==================== design 1
Design 1, clock nets:
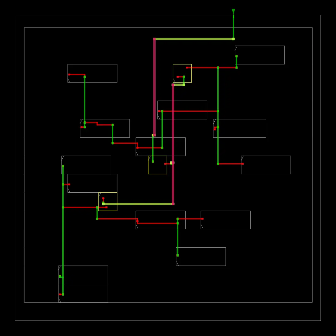
Design 1, signal wires on met3:
Bar = 10 µm.
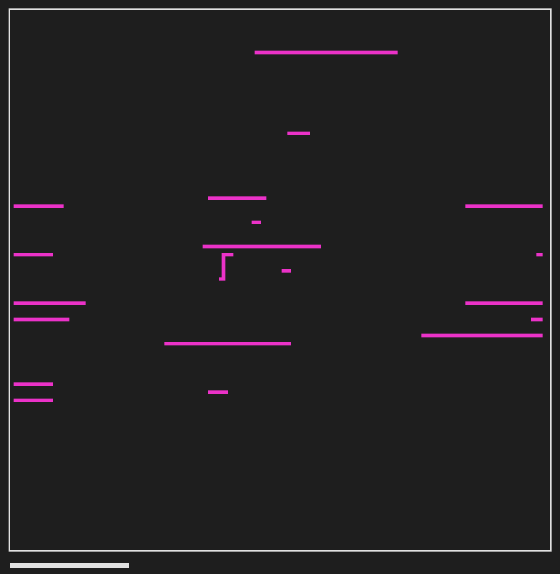
### src/rtl/sdmac_cntr_mc.sv
// sdmac_cntr_mc: multi-channel SDMAC control/status register bank.
// Each channel holds its own DMADIR/INTENA/PRESET bits and a DMA run FSM.
// The FSM has three states: IDLE, ACTIVE and FLUSH.
// A restart request flag (RQ) re-enters ACTIVE once the flush completes.
// Each channel also keeps a sticky terminal-count interrupt (INT_P).
// Optional feature macro: SDMAC_FLUSH_TIMEOUT_EN. When it is defined, a
// FLUSH phase that lasts FLUSH_TO cycles without FLUSH_DONE aborts to IDLE
// and raises FLUSH_ERR.
module sdmac_cntr_mc #(
  parameter int NUM_CH   = 2,
  parameter int CHW      = (NUM_CH > 1) ? $clog2(NUM_CH) : 1,
  parameter int FLUSH_TO = 255
) (
  input  logic              CLK,
  input  logic              RESET,
  input  logic [CHW-1:0]    CH_SEL,
  input  logic [8:0]        MID,
  input  logic              CONTR_WR,
  input  logic              ST_DMA,
  input  logic              SP_DMA,
  input  logic              ISTR_CLR,
  input  logic [NUM_CH-1:0] XFER_DONE,
  input  logic [NUM_CH-1:0] FLUSH_DONE,
  output logic [8:0]        CNTR_O,
  output logic [NUM_CH-1:0] DMAENA,
  output logic [NUM_CH-1:0] FLUSHING,
  output logic [NUM_CH-1:0] DMADIR,
  output logic [NUM_CH-1:0] INTENA,
  output logic [NUM_CH-1:0] PRESET,
  output logic              INT_O
);

  typedef enum logic [1:0] {
    S_IDLE   = 2'd0,
    S_ACTIVE = 2'd1,
    S_FLUSH  = 2'd2
  } ch_state_t;

  logic [8:0]        cntr_word [NUM_CH];
  logic [NUM_CH-1:0] int_p;

  // MID bits outside the control fields carry no meaning here
  logic unused_mid;
  assign unused_mid = ^{MID[8:5], MID[3], MID[0]};

`ifndef SDMAC_FLUSH_TIMEOUT_EN
  logic [15:0] unused_flush_to;
  assign unused_flush_to = 16'(FLUSH_TO);
`endif

  for (genvar gi = 0; gi < NUM_CH; gi++) begin : g_ch
    ch_state_t state_reg, state_next;
    logic      rq_reg, rq_next;
    logic      int_p_reg;
    logic      dir_reg, inten_reg, preset_reg;
    logic      flush_err;
    logic      timeout;
    logic      sel_hit, wr_hit, st_hit, sp_hit, clr_hit;
    logic      dmaena_ch, flushing_ch;

    // An out-of-range CH_SEL never matches any channel, so all its strobes drop
    assign sel_hit = (CH_SEL == CHW'(gi));
    assign wr_hit  = CONTR_WR & sel_hit;
    assign sp_hit  = SP_DMA & sel_hit;
    assign st_hit  = ST_DMA & sel_hit & ~SP_DMA;   // stop beats start
    assign clr_hit = ISTR_CLR & sel_hit;

`ifdef SDMAC_FLUSH_TIMEOUT_EN
    logic [15:0] to_cnt_reg;
    logic        flush_err_reg;

    // Fires in the FLUSH_TO-th FLUSH cycle unless the FIFO drains in that same cycle
    assign timeout = (state_reg == S_FLUSH) && !FLUSH_DONE[gi] &&
                     (to_cnt_reg == 16'(FLUSH_TO - 1));

    // Flush dwell counter: held at zero outside FLUSH so each entry starts fresh
    always_ff @(posedge CLK) begin
      if (RESET || state_reg != S_FLUSH) to_cnt_reg <= '0;
      else                               to_cnt_reg <= to_cnt_reg + 16'd1;
    end

    // Sticky flush-timeout error, cleared by interrupt acknowledge
    always_ff @(posedge CLK) begin
      if (RESET)        flush_err_reg <= 1'b0;
      else if (timeout) flush_err_reg <= 1'b1;
      else if (clr_hit) flush_err_reg <= 1'b0;
    end
    assign flush_err = flush_err_reg;
`else
    assign timeout   = 1'b0;
    assign flush_err = 1'b0;
`endif

    // Control bits written by the host
    always_ff @(posedge CLK) begin
      if (RESET) begin
        dir_reg    <= 1'b0;
        inten_reg  <= 1'b0;
        preset_reg <= 1'b0;
      end else if (wr_hit) begin
        dir_reg    <= MID[1];
        inten_reg  <= MID[2];
        preset_reg <= MID[4];
      end
    end

    // Pending interrupt: a new terminal count outranks a same-cycle clear
    always_ff @(posedge CLK) begin
      if (RESET)                          int_p_reg <= 1'b0;
      else if (XFER_DONE[gi] || timeout)  int_p_reg <= 1'b1;
      else if (clr_hit)                   int_p_reg <= 1'b0;
    end

    // FSM state register plus restart flag
    always_ff @(posedge CLK) begin
      if (RESET) begin
        state_reg <= S_IDLE;
        rq_reg    <= 1'b0;
      end else begin
        state_reg <= state_next;
        rq_reg    <= rq_next;
      end
    end

    // FSM next-state logic
    always_comb begin
      state_next = state_reg;
      rq_next    = rq_reg;
      case (state_reg)
        S_IDLE: begin
          if (st_hit) state_next = S_ACTIVE;
        end
        S_ACTIVE: begin
          if (sp_hit || XFER_DONE[gi]) state_next = S_FLUSH;
        end
        S_FLUSH: begin
          if (FLUSH_DONE[gi]) begin
            state_next = rq_reg ? S_ACTIVE : S_IDLE;
            rq_next    = 1'b0;
          end else if (timeout) begin
            state_next = S_IDLE;
            rq_next    = 1'b0;
          end else if (sp_hit) begin
            rq_next = 1'b0;
          end else if (st_hit) begin
            rq_next = 1'b1;
          end
        end
        default: begin
          state_next = S_IDLE;
          rq_next    = 1'b0;
        end
      endcase
    end

    // FSM outputs
    always_comb begin
      dmaena_ch   = (state_reg == S_ACTIVE);
      flushing_ch = (state_reg == S_FLUSH);
    end

    assign DMAENA[gi]    = dmaena_ch;
    assign FLUSHING[gi]  = flushing_ch;
    assign DMADIR[gi]    = dir_reg;
    assign INTENA[gi]    = inten_reg;
    assign PRESET[gi]    = preset_reg;
    assign int_p[gi]     = int_p_reg;
    assign cntr_word[gi] = {dmaena_ch, flushing_ch, 1'b0, int_p_reg,
                            preset_reg, flush_err, inten_reg, dir_reg, 1'b0};
  end

  // Readback mux: zero-latency select of the addressed channel, 0 when unmapped
  always_comb begin
    CNTR_O = '0;
    for (int i = 0; i < NUM_CH; i++) begin
      if (CH_SEL == CHW'(i)) CNTR_O = cntr_word[i];
    end
  end

  assign INT_O = |(int_p & INTENA);

endmodule
### config.mk
export PLATFORM = sky130hd
export DESIGN_NAME = sdmac_cntr_mc
export DESIGN_NICKNAME = d
export VERILOG_FILES = /design/src/rtl/sdmac_cntr_mc.sv
export SDC_FILE = /design/constraint.sdc
export NUM_CORES = 1
export LEC_CHECK = 0
export ABC_AREA = 1
export CORE_UTILIZATION = 44
export CTS_BUF_LIST = sky130_fd_sc_hd__clkbuf_4
export CTS_CLUSTER_SIZE = 10
export DETAILED_ROUTE_END_ITERATION = 8
export PLACE_DENSITY = 0.86
export SKIP_LAST_GASP = 1
export SLEW_MARGIN = 20
export SYNTH_ARGS = -nofsm -noshare
export SYNTH_HDL_FRONTEND = slang
export SYNTH_SLANG_ARGS = --single-unit
### constraint.sdc
create_clock -name CLK -period 1.6 [get_ports CLK]
set_input_delay 0.32 -clock CLK [delete_from_list [all_inputs] [get_ports CLK]]
set_output_delay 0.32 -clock CLK [all_outputs]
set_load 0.03 [all_outputs]
==> impl_metrics.csv <==
group,metric,value,unit
run_status,status,"finished clean",
final_timing,clock_skew,0.000298,ns
yosys,synthTopCellsByArea,"dfxtp_1 (34%), buf_4 (12%), nand2_1 (10%)",
power,power.switching,0.286,mW
drt,wl_met3,88,µm
setup_path,worstPathRequired,1.28,ns
power,p_clk,0.201,mW
setup_path,arrival,1.20,ns
setup_path,cp_slowest_cell,"dlygate4sd2_1",
min_path,min_path_type,"reg2reg",
setup_path,startpoint,"g_ch[1].state_reg[0]",
clock_network,clockBufferDepth,2,
layout,inv_count,18,
drt,top_layer_used,"met4",
placed_design,dp_hpwl,1370,µm
power,clockPowerShare,0.240,
About 'clock nets' of design 1:
Skew-Pair Late Insertion Delay: 0.28 ns
seq_cells: 14
CTS Buf Count: 3
Clock Buffer Count: 3

About 'signal wires on met3' of design 1:
The layer holds 5.0% of the routed length. The layer carries 89.0 µm of wire. The wires run mostly horizontal. The longest straight run is 11.7 µm.
vias post-DR: 799
Total Wirelength: 1790 µm


==================== design 2
Design 2, routed metal per tile:
Bar = 20 µm. The die is cut into 24 by 24 equal tiles; dark blue is low, red is high, scaled to the fullest tile. Values are wire area over tile area, all layers added.
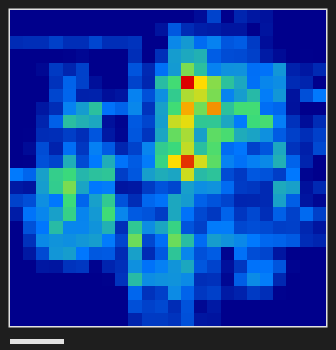
Design 2, clock nets:
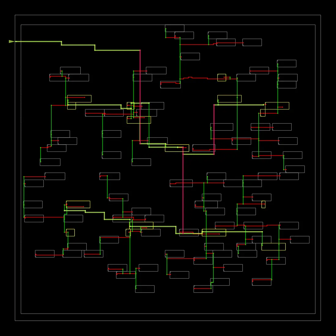
`config.mk`:
```
export PLATFORM = sky130hd
export DESIGN_NAME = acp_arp_counter
export DESIGN_NICKNAME = d
export VERILOG_FILES = /design/src/rtl/acp_arp_counter.sv
export SDC_FILE = /design/constraint.sdc
export NUM_CORES = 1
export LEC_CHECK = 0
export CORE_MARGIN = 2
export CORE_UTILIZATION = 30
export CTS_CLUSTER_DIAMETER = 60
export CTS_CLUSTER_SIZE = 25
export DETAILED_ROUTE_END_ITERATION = 16
export PLACE_DENSITY = 0.49
export SETUP_SLACK_MARGIN = 0.4
export SYNTH_ARGS = -nofsm -noshare
export SYNTH_HDL_FRONTEND = slang
export SYNTH_SLANG_ARGS = --single-unit
```
`constraint.sdc`:
```
create_clock -name clk -period 2.1 [get_ports clk]
set_input_delay 0.315 -clock clk [delete_from_list [all_inputs] [get_ports clk]]
set_output_delay 0.315 -clock clk [all_outputs]
set_load 0.02 [all_outputs]
```
`src/rtl/acp_arp_counter.sv`:
```
// Azimuth front end: filters raw ACP/ARP, keeps a north-referenced 12-bit angle,
// checks the per-revolution pulse count, flags loss of rotation and makes the 5 us tick.

module acp_arp_filt #(
    parameter int FILT_LEN = 8
) (
    input  logic clk,
    input  logic reset,
    input  logic din,
    output logic rise
);
    localparam logic [5:0] FILT_LAST = 6'(FILT_LEN - 1);

    logic       sync1_q, sync1_d;
    logic       sync2_q, sync2_d;
    logic [5:0] cnt_q, cnt_d;
    logic       filt_q, filt_d;
    logic       prev_q, prev_d;
    logic       edge_q, edge_d;

    // The counter only runs while the synchronised level disagrees with the
    // filtered one, so any return to the old level restarts the qualification.
    always_comb begin
        sync1_d = din;
        sync2_d = sync1_q;
        cnt_d   = 6'd0;
        filt_d  = filt_q;
        prev_d  = filt_q;
        edge_d  = filt_q & ~prev_q;
        if (sync2_q != filt_q) begin
            if (cnt_q == FILT_LAST) begin
                filt_d = sync2_q;
            end else begin
                cnt_d = cnt_q + 6'd1;
            end
        end
    end

    always_ff @(posedge clk) begin
        if (!reset) begin
            sync1_q <= 1'b0;
            sync2_q <= 1'b0;
            cnt_q   <= 6'd0;
            filt_q  <= 1'b0;
            prev_q  <= 1'b0;
            edge_q  <= 1'b0;
        end else begin
            sync1_q <= sync1_d;
            sync2_q <= sync2_d;
            cnt_q   <= cnt_d;
            filt_q  <= filt_d;
            prev_q  <= prev_d;
            edge_q  <= edge_d;
        end
    end

    assign rise = edge_q;
endmodule

module acp_arp_counter #(
    parameter int FILT_LEN    = 8,
    parameter int ACP_PER_REV = 4096,
    parameter int TICK_DIV    = 200,
    parameter int ACP_TIMEOUT = 20000
) (
    input  logic        clk,
    input  logic        reset,
    input  logic        acp_in,
    input  logic        arp_in,
    output logic [11:0] angle,
    output logic        angle_vld,
    output logic        arp_pulse,
    output logic        t5us,
    output logic [12:0] rev_cnt,
    output logic        rev_err,
    output logic        lost
);
    localparam int              TW        = (TICK_DIV > 1) ? $clog2(TICK_DIV) : 1;
    localparam logic [TW-1:0]   TICK_LAST = TW'(TICK_DIV - 1);
    localparam int              OW        = $clog2(ACP_TIMEOUT + 1);
    localparam logic [OW-1:0]   TO_VAL    = OW'(ACP_TIMEOUT);
    localparam logic [11:0]     ANG_LAST  = 12'(ACP_PER_REV - 1);
    localparam logic [12:0]     REV_EXP   = 13'(ACP_PER_REV);
    localparam logic [12:0]     CNT_MAX   = 13'h1FFF;

    typedef enum logic [1:0] {S_SEARCH, S_TRACK, S_LOST} state_t;

    logic [1:0] raw, rise;
    logic       acp_e, arp_e;

    assign raw   = {arp_in, acp_in};
    assign acp_e = rise[0];
    assign arp_e = rise[1];

    genvar g;
    generate
        for (g = 0; g < 2; g++) begin : g_filt
            acp_arp_filt #(.FILT_LEN(FILT_LEN)) u_filt (
                .clk  (clk),
                .reset(reset),
                .din  (raw[g]),
                .rise (rise[g])
            );
        end
    endgenerate

    state_t        state_q, state_d;
    logic [TW-1:0] tick_q, tick_d;
    logic [OW-1:0] timer_q, timer_d;
    logic [11:0]   angle_q, angle_d;
    logic [12:0]   acnt_q, acnt_d;
    logic [12:0]   rev_cnt_q, rev_cnt_d;
    logic          rev_err_q, rev_err_d;
    logic          arp_pulse_q, arp_pulse_d;

    logic          tick;
    logic          timeout;
    logic [11:0]   angle_inc;
    logic [12:0]   acnt_inc;

    always_comb begin
        tick      = (tick_q == TICK_LAST);
        tick_d    = tick ? '0 : tick_q + 1'b1;
        // An ACP arriving in the same cycle the timer expires counts as rotation.
        timeout   = (timer_q == TO_VAL) && !acp_e;
        angle_inc = (angle_q == ANG_LAST) ? 12'd0 : angle_q + 12'd1;
        acnt_inc  = (acnt_q == CNT_MAX) ? acnt_q : acnt_q + 13'd1;

        state_d     = state_q;
        angle_d     = angle_q;
        acnt_d      = acnt_q;
        rev_cnt_d   = rev_cnt_q;
        rev_err_d   = rev_err_q;
        arp_pulse_d = arp_e;

        if (acp_e) begin
            timer_d = '0;
        end else if (tick && timer_q != TO_VAL) begin
            timer_d = timer_q + 1'b1;
        end else begin
            timer_d = timer_q;
        end

        case (state_q)
            S_SEARCH: begin
                if (timeout) begin
                    state_d = S_LOST;
                end else if (arp_e) begin
                    state_d = S_TRACK;
                    angle_d = 12'd0;
                    acnt_d  = 13'd0;
                end
            end
            S_TRACK: begin
                if (timeout) begin
                    state_d = S_LOST;
                end else if (arp_e) begin
                    // A coincident ACP closes the old revolution, not the new one.
                    rev_cnt_d = acp_e ? acnt_inc : acnt_q;
                    rev_err_d = (rev_cnt_d != REV_EXP);
                    angle_d   = 12'd0;
                    acnt_d    = 13'd0;
                end else if (acp_e) begin
                    angle_d = angle_inc;
                    acnt_d  = acnt_inc;
                end
            end
            S_LOST: begin
                if (acp_e) begin
                    state_d = S_SEARCH;
                end
            end
            default: state_d = S_SEARCH;
        endcase
    end

    always_ff @(posedge clk) begin
        if (!reset) begin
            state_q     <= S_SEARCH;
            tick_q      <= '0;
            timer_q     <= '0;
            angle_q     <= 12'd0;
            acnt_q      <= 13'd0;
            rev_cnt_q   <= 13'd0;
            rev_err_q   <= 1'b0;
            arp_pulse_q <= 1'b0;
        end else begin
            state_q     <= state_d;
            tick_q      <= tick_d;
            timer_q     <= timer_d;
            angle_q     <= angle_d;
            acnt_q      <= acnt_d;
            rev_cnt_q   <= rev_cnt_d;
            rev_err_q   <= rev_err_d;
            arp_pulse_q <= arp_pulse_d;
        end
    end

    assign angle     = angle_q;
    assign angle_vld = (state_q == S_TRACK);
    assign lost      = (state_q == S_LOST);
    assign arp_pulse = arp_pulse_q;
    assign t5us      = tick;
    assign rev_cnt   = rev_cnt_q;
    assign rev_err   = rev_err_q;
endmodule

```
==> impl_metrics.csv <==
group,metric,value,unit
run,max_cap_viol_count,0,
drt,wl_met3,469,µm
setup_path,r2r_slack,0.21,ns
global_routing,grt_pass1_wl,16000,µm
yosys,yosysMostFrequentCell,"dfxtp_1",
yosys,synth_cell_type_count,58,
placed_design,pre_cts_ws,-0.0160,ns
final_timing,fin_crit,1.89,ns
global_routing,grt.overflow.total,0,
yosys,fa_ha_area_frac,0.0225,
setup_path,cp_max_fo,6,
setup_path,arrival,2.17,ns
floorplanning,top_level_ports,34,
yosys,top_cells_by_count,"dfxtp_1 (87), nor2_1 (79), nand2_1 (31)",
floorplanning,num_rows,41,
placed_design,dp_cells,655,
min_path,whs_path_depth,1,
power,power_density,549,mW/mm²
layout,combGateArea,0.00257,mm²
yosys,ys_seq_elements,87,
setup_path,crit_chain,"ha_4, nand4_1, buf_6, or4_4, and2_1, nand4_1, nor4b_2, a21oi_1",
layout,final_area,0.00586,mm²
clock_network,cts-hold-fix-buffers,0,
yosys,synth-async-reset-ratio,0,
power,seq-power,1.66,mW
floorplanning,die_h,118,µm
layout,drive_above_1_share,0.354,
setup_path,setup.worst_path.class,"reg2reg",
final_timing,fin_tns_setup,0,ns
min_path,hold_end,"g_filt[0].u_filt.rise",
floorplanning,core_util_floorplan,0.308,
setup_path,critPathTopFamily,"simple AND/OR/NAND/NOR gates",
layout,clk_share,0.0465,
layout,fin_cells,723,
yosys,synth-edff-count,0,
clock_network,cts_tree,"built",
power,switching_share,0.228,
run_status,status,"finished clean",
final_timing,fin_ws,0.211,ns
global_routing,busiest_layer,"met2",
layout,seq_share,0.302,
layout,comb_share,0.438,
layout,largest_register,"timer_q",
final_timing,drv_slew,0,
setup_path,worstPathRequired,2.38,ns
setup_path,cp-end-kind,"register",
placed_design,place_congestion,0.806,
power,power_leader,"registers",
drt,viasPerCell,4.79,
global_routing,grt_max_degree,32,
setup_path,crit_path_start_kind,"register",
yosys,synth_top_cell_by_area,"dfxtp_1",
setup_path,r2r_start,"acnt_q[0]",
power,power.switching,0.736,mW
Notes on 'routed metal per tile' of design 2 above:
The densest ninth of the die: centre. The fullest tile reaches 0.64. The emptiest ninth of the die: upper left. The mean over all tiles is 0.11. 5.6% of the tiles are over half the peak. 28% of the tiles are nearly empty.
Total Wirelength: 9960 µm
WL per Instance: 13.8 µm
Total GRT Usage: 0.143
vias post-DR: 3,460

Notes on 'clock nets' of design 2 above:
seq_cells: 87
Clock Skew: 0.0108 ns
CTS Buf Count: 9
CTS sink count: 87
clock group power: 1.50 mW



==> gallery <==
Cell classes on the final placement.
Fill, decap, tap and diode cells in grey.
image #1
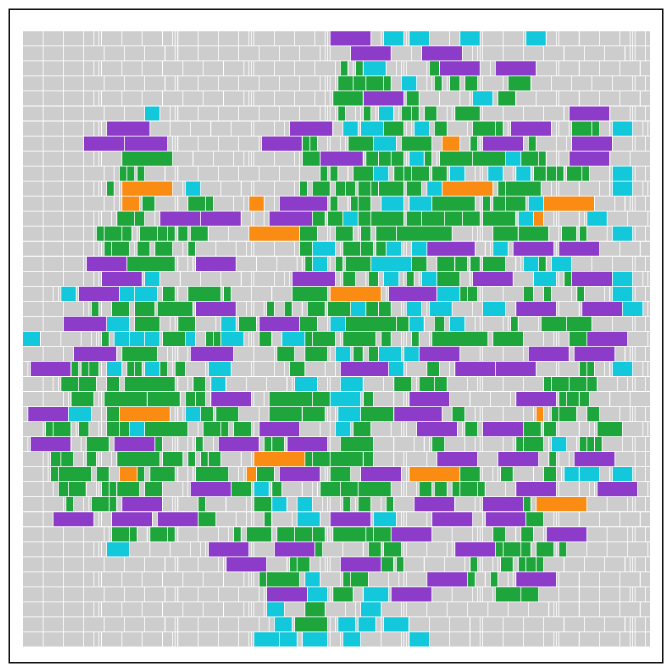
image #2
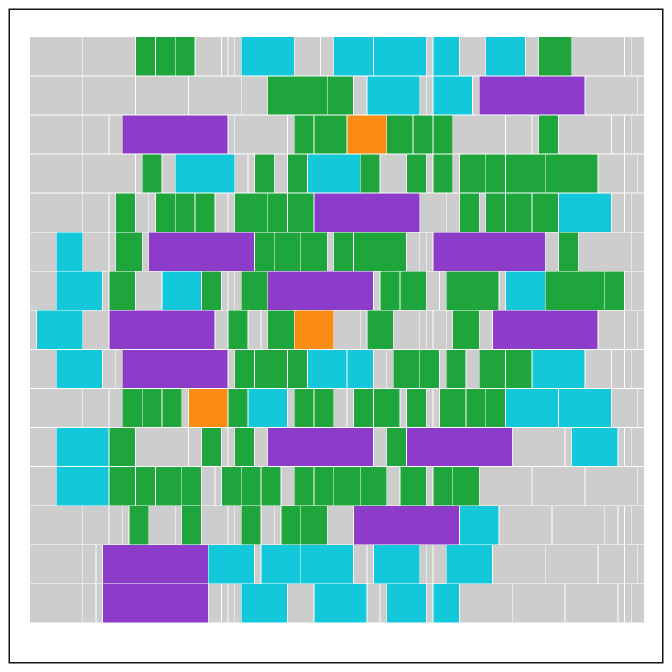
image #2 -> design 1
image #1 -> design 2
- highest utilization: image #2
- most cells: image #1

Power is estimated from default activity; no workload was simulated.
